# ---- onehot_scan_decoder_flat ----
onehot_scan_decoder_flat/floorplan.png
Bar = 10 µm. Pins as bars on the die edge. Tap cells in grey.
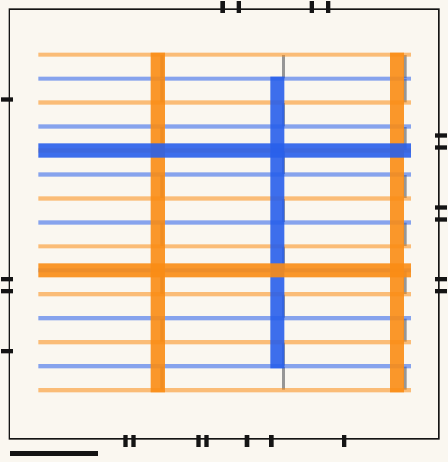

**config.mk**
```make
export PLATFORM = sky130hd
export DESIGN_NAME = onehot_scan_decoder_flat
export DESIGN_NICKNAME = d
export VERILOG_FILES = /design/src/rtl/onehot_scan_decoder_if.sv /design/src/rtl/onehot_scan_decoder.sv /design/src/flat_wrapper.sv
export SDC_FILE = /design/constraint.sdc
export NUM_CORES = 1
export LEC_CHECK = 0
export ABC_AREA = 0
export CAP_MARGIN = 25
export CORE_MARGIN = 3
export CORE_UTILIZATION = 40
export DETAILED_ROUTE_END_ITERATION = 8
export GPL_TIMING_DRIVEN = 0
export HOLD_SLACK_MARGIN = 0.1
export MAX_ROUTING_LAYER = met4
export PLACE_DENSITY_LB_ADDON = 0.2
export SLEW_MARGIN = 25
export SYNTH_ARGS = -nofsm -noshare
export SYNTH_HDL_FRONTEND = slang
export SYNTH_SLANG_ARGS = --single-unit
```
**constraint.sdc**
```tcl
create_clock -name clk -period 1.5 [get_ports clk]
set_input_delay 0.3 -clock clk [delete_from_list [all_inputs] [get_ports clk]]
set_output_delay 0.3 -clock clk [all_outputs]
set_load 0.02 [all_outputs]
```
**src/rtl/onehot_scan_decoder_if.sv**
```systemverilog
// Select/decode bundle for onehot_scan_decoder: select request in, one-hot index out.
interface onehot_scan_decoder_if #(
  parameter int N = 3
);
  logic              en;
  logic              mode;
  logic              s_valid;
  logic [N-1:0]      s;
  logic              s_ready;
  logic [(1<<N)-1:0] y;
  logic              y_valid;
  logic [N-1:0]      idx;

  modport master (output en, mode, s_valid, s, input s_ready, y, y_valid, idx);
  modport slave  (input en, mode, s_valid, s, output s_ready, y, y_valid, idx);
endinterface

```
**src/rtl/onehot_scan_decoder.sv**
```systemverilog
// Registered one-hot decoder with direct-select and timed auto-scan modes.
// Each output bit is its own lane so y can only ever be zero or one-hot.
module onehot_scan_decoder_lane #(
  parameter int N    = 3,
  parameter int LANE = 0
) (
  input  logic         clk,
  input  logic         rst,
  input  logic         en,
  input  logic [N-1:0] idx_nxt,
  output logic         y_bit
);
  localparam logic [N-1:0] LANE_IDX = N'(LANE);

  always_ff @(posedge clk) begin
    if (rst) y_bit <= 1'b0;
    else     y_bit <= en && (idx_nxt == LANE_IDX);
  end
endmodule

module onehot_scan_decoder #(
  parameter int N     = 3,
  parameter int DWELL = 4
) (
  input  logic                   clk,
  input  logic                   rst,
  onehot_scan_decoder_if.slave   bus
);
  localparam int NUM_LANES = 1 << N;
  localparam int CW        = (DWELL > 1) ? $clog2(DWELL) : 1;
  localparam logic [CW-1:0] CNT_LAST = CW'(DWELL - 1);

  // State records the mode seen at the last enabled edge; entering scan restarts the dwell.
  typedef enum logic {ST_DIRECT, ST_SCAN} state_t;

  state_t                 state, state_nxt;
  logic [N-1:0]           idx_q, idx_nxt;
  logic [CW-1:0]          cnt_q, cnt_nxt, cnt_eff;
  logic [NUM_LANES-1:0]   y_q;
  logic                   vld_q;
  logic                   xfer;

  assign bus.s_ready = bus.en & ~bus.mode & ~rst;
  assign xfer        = bus.s_valid & bus.s_ready;

  always_comb begin
    state_nxt = state;
    idx_nxt   = idx_q;
    cnt_nxt   = cnt_q;
    cnt_eff   = cnt_q;
    case (state)
      ST_DIRECT: begin
        cnt_eff = '0;
        if (bus.mode) state_nxt = ST_SCAN;
      end
      ST_SCAN: begin
        if (!bus.mode) state_nxt = ST_DIRECT;
      end
      default: state_nxt = ST_DIRECT;
    endcase
    if (bus.mode) begin
      if (cnt_eff == CNT_LAST) begin
        idx_nxt = idx_q + 1'b1;
        cnt_nxt = '0;
      end else begin
        cnt_nxt = cnt_eff + 1'b1;
      end
    end else if (xfer) begin
      idx_nxt = bus.s;
    end
  end

  // Disabled edges freeze index, dwell and mode history; only the outputs go idle.
  always_ff @(posedge clk) begin
    if (rst) begin
      state <= ST_DIRECT;
      idx_q <= '0;
      cnt_q <= '0;
      vld_q <= 1'b0;
    end else if (bus.en) begin
      state <= state_nxt;
      idx_q <= idx_nxt;
      cnt_q <= cnt_nxt;
      vld_q <= 1'b1;
    end else begin
      vld_q <= 1'b0;
    end
  end

  for (genvar g = 0; g < NUM_LANES; g++) begin : g_lane
    onehot_scan_decoder_lane #(.N(N), .LANE(g)) u_lane (
      .clk     (clk),
      .rst     (rst),
      .en      (bus.en),
      .idx_nxt (idx_nxt),
      .y_bit   (y_q[g])
    );
  end

  assign bus.y       = y_q;
  assign bus.y_valid = vld_q;
  assign bus.idx     = idx_q;
endmodule

```
**src/flat_wrapper.sv**
```systemverilog
// flat-port wrapper written by rule: the top's interface ports become plain ports
module onehot_scan_decoder_flat 
#(
  parameter int N     = 3,
  parameter int DWELL = 4
)
  (clk, rst, bus_en, bus_mode, bus_s_valid, bus_s, bus_s_ready, bus_y, bus_y_valid, bus_idx);
  onehot_scan_decoder_if #(.N(N)) bus_i ();
  input  logic clk;
  input  logic rst;
  input wire logic [$bits(bus_i.en)-1:0] bus_en;
  input wire logic [$bits(bus_i.mode)-1:0] bus_mode;
  input wire logic [$bits(bus_i.s_valid)-1:0] bus_s_valid;
  input wire logic [$bits(bus_i.s)-1:0] bus_s;
  output wire logic [$bits(bus_i.s_ready)-1:0] bus_s_ready;
  output wire logic [$bits(bus_i.y)-1:0] bus_y;
  output wire logic [$bits(bus_i.y_valid)-1:0] bus_y_valid;
  output wire logic [$bits(bus_i.idx)-1:0] bus_idx;
  assign bus_i.en = bus_en;
  assign bus_i.mode = bus_mode;
  assign bus_i.s_valid = bus_s_valid;
  assign bus_i.s = bus_s;
  assign bus_s_ready = bus_i.s_ready;
  assign bus_y = bus_i.y;
  assign bus_y_valid = bus_i.y_valid;
  assign bus_idx = bus_i.idx;
  onehot_scan_decoder #(.N(N), .DWELL(DWELL)) u_core (.clk(clk), .rst(rst), .bus(bus_i));
endmodule
```
# ---- multicycle_seq ----
[src/rtl/multicycle_seq.sv]
// Multi-cycle instruction sequencer for the RV32I subset datapath.
// Steps FETCH/DECODE/EXEC/MEM/WB, drives datapath strobes and counts retired instructions.
module multicycle_seq #(
    parameter int MEM_TIMEOUT = 255
) (
    input  logic        clk,
    input  logic        rst_n,
    input  logic        run,
    input  logic [31:0] ir,
    input  logic        br_taken,
    input  logic        imem_ready,
    input  logic        dmem_ready,
    output logic        ir_load,
    output logic        imem_req,
    output logic        dmem_req,
    output logic        dmem_we,
    output logic        rf_wen,
    output logic        pc_en,
    output logic        pc_sel,
    output logic        halted,
    output logic        fault,
    output logic [31:0] instret,
    output logic [2:0]  state
);

    typedef enum logic [2:0] {
        S_IDLE   = 3'd0,
        S_FETCH  = 3'd1,
        S_DECODE = 3'd2,
        S_EXEC   = 3'd3,
        S_MEM    = 3'd4,
        S_WB     = 3'd5,
        S_HALT   = 3'd6
    } state_t;

    localparam logic [6:0] OP_LW = 7'b0000011;
    localparam logic [6:0] OP_SW = 7'b0100011;
    localparam logic [6:0] OP_R  = 7'b0110011;
    localparam logic [6:0] OP_I  = 7'b0010011;
    localparam logic [6:0] OP_BR = 7'b1100011;

    // The request times out on the cycle whose miss brings the count to MEM_TIMEOUT.
    localparam logic [15:0] WAIT_LIMIT = 16'(MEM_TIMEOUT - 1);

    state_t      state_q;
    state_t      state_d;
    logic [15:0] wait_cnt;
    logic        waiting;
    logic        retire;
    logic        fault_set;
    logic [6:0]  opcode;
    logic        legal;
    logic        ir_unused;

    assign opcode    = ir[6:0];
    assign ir_unused = ^ir[31:7];
    assign legal     = (opcode == OP_LW) || (opcode == OP_SW) || (opcode == OP_R) ||
                       (opcode == OP_I)  || (opcode == OP_BR);
    assign state     = state_q;

    always_comb begin
        state_d   = state_q;
        ir_load   = 1'b0;
        imem_req  = 1'b0;
        dmem_req  = 1'b0;
        dmem_we   = 1'b0;
        rf_wen    = 1'b0;
        pc_en     = 1'b0;
        pc_sel    = 1'b0;
        halted    = 1'b0;
        retire    = 1'b0;
        fault_set = 1'b0;
        waiting   = 1'b0;
        case (state_q)
            S_IDLE: begin
                if (run) state_d = S_FETCH;
            end
            S_FETCH: begin
                imem_req = 1'b1;
                if (imem_ready) begin
                    ir_load = 1'b1;
                    state_d = S_DECODE;
                end else begin
                    waiting = 1'b1;
                    if (wait_cnt == WAIT_LIMIT) begin
                        state_d   = S_HALT;
                        fault_set = 1'b1;
                    end
                end
            end
            S_DECODE: begin
                state_d = legal ? S_EXEC : S_HALT;
            end
            S_EXEC: begin
                if (opcode == OP_BR) begin
                    pc_en  = 1'b1;
                    pc_sel = br_taken;
                    retire = 1'b1;
                end else if ((opcode == OP_LW) || (opcode == OP_SW)) begin
                    state_d = S_MEM;
                end else begin
                    state_d = S_WB;
                end
            end
            S_MEM: begin
                dmem_req = 1'b1;
                dmem_we  = (opcode == OP_SW);
                if (dmem_ready) begin
                    if (opcode == OP_SW) begin
                        pc_en  = 1'b1;
                        retire = 1'b1;
                    end else begin
                        state_d = S_WB;
                    end
                end else begin
                    waiting = 1'b1;
                    if (wait_cnt == WAIT_LIMIT) begin
                        state_d   = S_HALT;
                        fault_set = 1'b1;
                    end
                end
            end
            S_WB: begin
                rf_wen = 1'b1;
                pc_en  = 1'b1;
                retire = 1'b1;
            end
            S_HALT: begin
                halted = 1'b1;
            end
            default: begin
                halted    = 1'b1;
                state_d   = S_HALT;
                fault_set = 1'b1;
            end
        endcase
        if (retire) state_d = run ? S_FETCH : S_IDLE;
    end

    always_ff @(posedge clk) begin
        if (!rst_n) begin
            state_q  <= S_IDLE;
            wait_cnt <= 16'd0;
            fault    <= 1'b0;
            instret  <= 32'd0;
        end else begin
            state_q <= state_d;
            // Any state change clears the count, so FETCH and MEM always start from zero.
            if (state_d != state_q) wait_cnt <= 16'd0;
            else if (waiting)       wait_cnt <= wait_cnt + 16'd1;
            if (fault_set) fault   <= 1'b1;
            if (retire)    instret <= instret + 32'd1;
        end
    end

endmodule

[config.mk]
export PLATFORM = sky130hd
export DESIGN_NAME = multicycle_seq
export DESIGN_NICKNAME = d
export VERILOG_FILES = /design/src/rtl/multicycle_seq.sv
export SDC_FILE = /design/constraint.sdc
export NUM_CORES = 1
export LEC_CHECK = 0
export CAP_MARGIN = 20
export CORE_MARGIN = 4
export CORE_UTILIZATION = 30
export DETAILED_ROUTE_END_ITERATION = 12
export PLACE_DENSITY = 0.59
export SLEW_MARGIN = 20
export SYNTH_ARGS = -nofsm -noshare
export SYNTH_HDL_FRONTEND = slang
export SYNTH_SLANG_ARGS = --single-unit
[constraint.sdc]
create_clock -name clk -period 3.1 [get_ports clk]
set_input_delay 0.62 -clock clk [delete_from_list [all_inputs] [get_ports clk]]
set_output_delay 0.62 -clock clk [all_outputs]
set_load 0.05 [all_outputs]
onehot_scan_decoder_flat/closeup.png
Region (24, 0) to (49, 25) µm. Cells in grey, sequential cells in the stronger grey; small squares are vias.
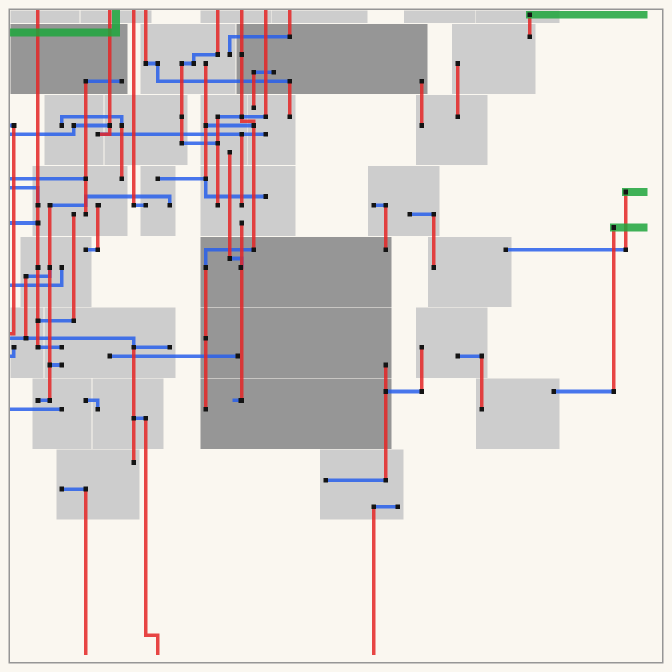
| colour | layer |
|---|---|
| blue | M1 |
| green | M3 |
| red | M2 |
most frequent: dlygate4sd2_1 (5), dfxtp_1 (5), buf_4 (4)
cells with their middle in the window: 26
sequential cells in the window: 5
netlist names of flops here include: `u_core.g_lane.u_lane.y_bit` (3)

Notes on onehot_scan_decoder_flat/floorplan.png above:
| colour | net |
|---|---|
| blue | VDD |
| orange | VSS |
rows: 14
met5 straps: 2
tap cells: 24

==> results.toml, onehot_scan_decoder_flat <==
# yosys + openroad results
[synth]
synth_cells = 82
xor_share_pct = 1.21
ys_sh_adder_pct = 5.17
top_logic_kind = "simple AND/OR/NAND/NOR gates"

[setup_path]
ff2ff_path_depth = 6
cpLargestDelayFamily = "simple AND/OR/NAND/NOR gates"
critPathMaxFanout = 4

[cells_and_area]
largest_reg_flops = 8
nFillCells = 155
syn_to_final_growth_pct = 44.8

[detailed_routing]
drtPass1Iterations = 5

[power_and_ir_drop]
p_switching_w = 0.000221
power_density_mw_per_mm2 = 765

[status]
status = "finished, final reports clean"

[timing]
finalSetupTns_ns = 0
rsz0062_at_grt = "true"
slew_viol_final = 0

[clock_tree]
clk_path_buf_depth = 2
## onehot_scan_decoder_flat: cells in the mapped netlist
library cell  count  area [µm²]
o21a_1            1        7.51
nand2_1           8        30.0
o211ai_1          1        7.51
xor2_1            1        8.76
buf_2             1        5.00
a221o_1           1        10.0
o21ai_0           3        15.0
mux2_1            1        11.3
o21ai_1           1        5.00
a21oi_1           5        25.0
nor2_1            2        7.51
clkbuf_1          1        3.75
and2_4            1        8.76
inv_1             2        7.51
or3b_4            1        11.3
nand2b_1          2        12.5
nor3_1            9        45.0
nand3_1           3        15.0
buf_4             8        60.1
o22a_1            1        8.76
a211oi_1          1        7.51
dfxtp_1          15         300
nand3b_1          1        7.51
nor2b_1           3        18.8
ha_1              3        37.5
and2_1            3        18.8
a221oi_1          1        8.76
mux2i_1           1        10.0
buf_6             1        11.3
## onehot_scan_decoder_flat: repair_timing
item,in CTS,in global routing
pin swaps,7,3
hold buffers,0,0
gates resized,29,7
buffers inserted,3,1
setup endpoints to repair,17,10
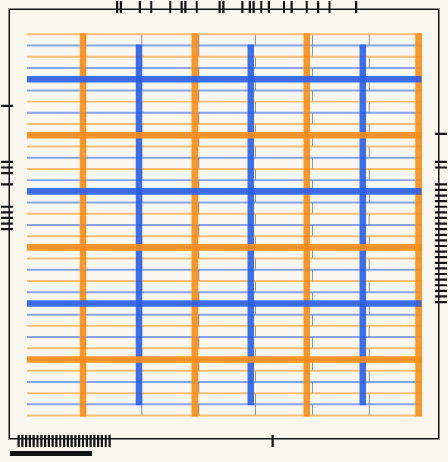
multicycle_seq/floorplan.png
Bar = 20 µm. Pins as bars on the die edge. Tap cells in grey.
| colour | net |
|---|---|
| orange | VSS |
| blue | VDD |
signal pins: 82
tap cells: 108

==> results.toml, multicycle_seq <==
# yosys + openroad results
[die]
coreArea_mm2 = 0.00885
chip_area_mm2 = 0.0108
taps = 108

[synth]
ys_ff = 52
ys_async_sr_fraction_pct = 0

[global_route]
use_met1_pct = 17.4
grt_pass1_vias = 2522
antenna_found_initial = 0
grt_usage_pct = 13.1

[setup_path]
cp.required_ns = 2.48
critPathCaptureType = "primary output"
ff2ff_path_depth = 6
arrival_ns = 2.21
cp.depth = 6

[place]
dpl_worst_slack_ns = 0.0581
place_congestion = 0.764

[power_and_ir_drop]
p_switching_w = 0.000407
p_seq_w = 0.000694

[cells_and_area]
nMultiInputCombCells = 250
nFillCells = 897
diodes = 0
ff_count = 52

[detailed_routing]
met2WireLength_um = 2960
drtPass1Iterations = 4

[timing]
holdWs_ns = 0.480

[clock_tree]
cts_root_buffer = "clkbuf_8"
numCtsBuffers = 5
cts_tree = "done"
insertion_delay_ns = 0.31

[status]
status = "finished, final reports clean"

[worst_hold_path]
hp-class = "reg2reg"
[multicycle_seq: state kept, by name, summed over array words and instances (netlist names)]
name,cells
fault,1
instret,32
state,3
wait_cnt,16
[multicycle_seq: kinds of logic after synthesis]
| logic type | after synthesis | share of synthesized area [%] |
|---|---|---|
| AND-OR/OR-AND | 32 | 7.86 |
| XOR/XNOR | 39 | 12.4 |
| adder cells (fa/ha/maj) | 3 | 1.36 |
| buffers and inverters | 26 | 4.18 |
| flip-flops | 52 | 37.8 |
| multiplexers | 3 | 1.09 |
| AND/OR/NAND/NOR | 173 | 35.3 |
[multicycle_seq: cell usage in the layout (no fill, tap or decap), drive strengths merged, types with 3 or more instances in the layout]
cell	netlist	layout
ha	3	3
o21ai	6	6
nor3	12	12
and2	5	5
nand2b	8	8
a21oi	7	7
inv	8	8
buf	4	15
nand3	12	12
dfxtp	52	52
or4	4	4
mux2i	3	3
clkbuf	14	5
nor2	34	34
a211oi	5	5
nor4	25	25
xnor2	15	15
nand4	18	18
a31oi	4	4
clkdlybuf4s50	0	53
and3	9	9
xor2	24	24
nand2	31	31


==> gallery <==
Where the registers sit.
Other sequential cells in the stronger grey, the rest of the logic in the fainter grey.
panel A
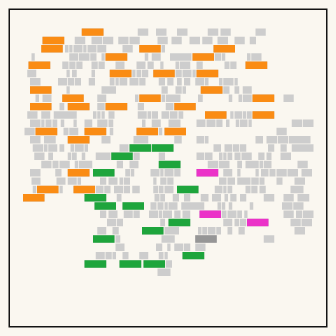
panel B
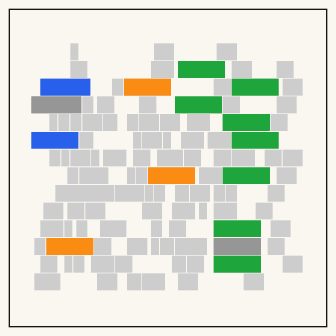
Of these, most cells: panel A
Of these, most sequential cells: panel A
multicycle_seq -> panel A
onehot_scan_decoder_flat -> panel B

Key to panel B:
| colour | signal | sequential cells |
|---|---|---|
| green | `u_core.g_lane.u_lane.y_bit` | 8 |
| blue | `u_core.cnt_q` | 2 |
| orange | `u_core.bus.idx` | 3 |
not coloured: 2

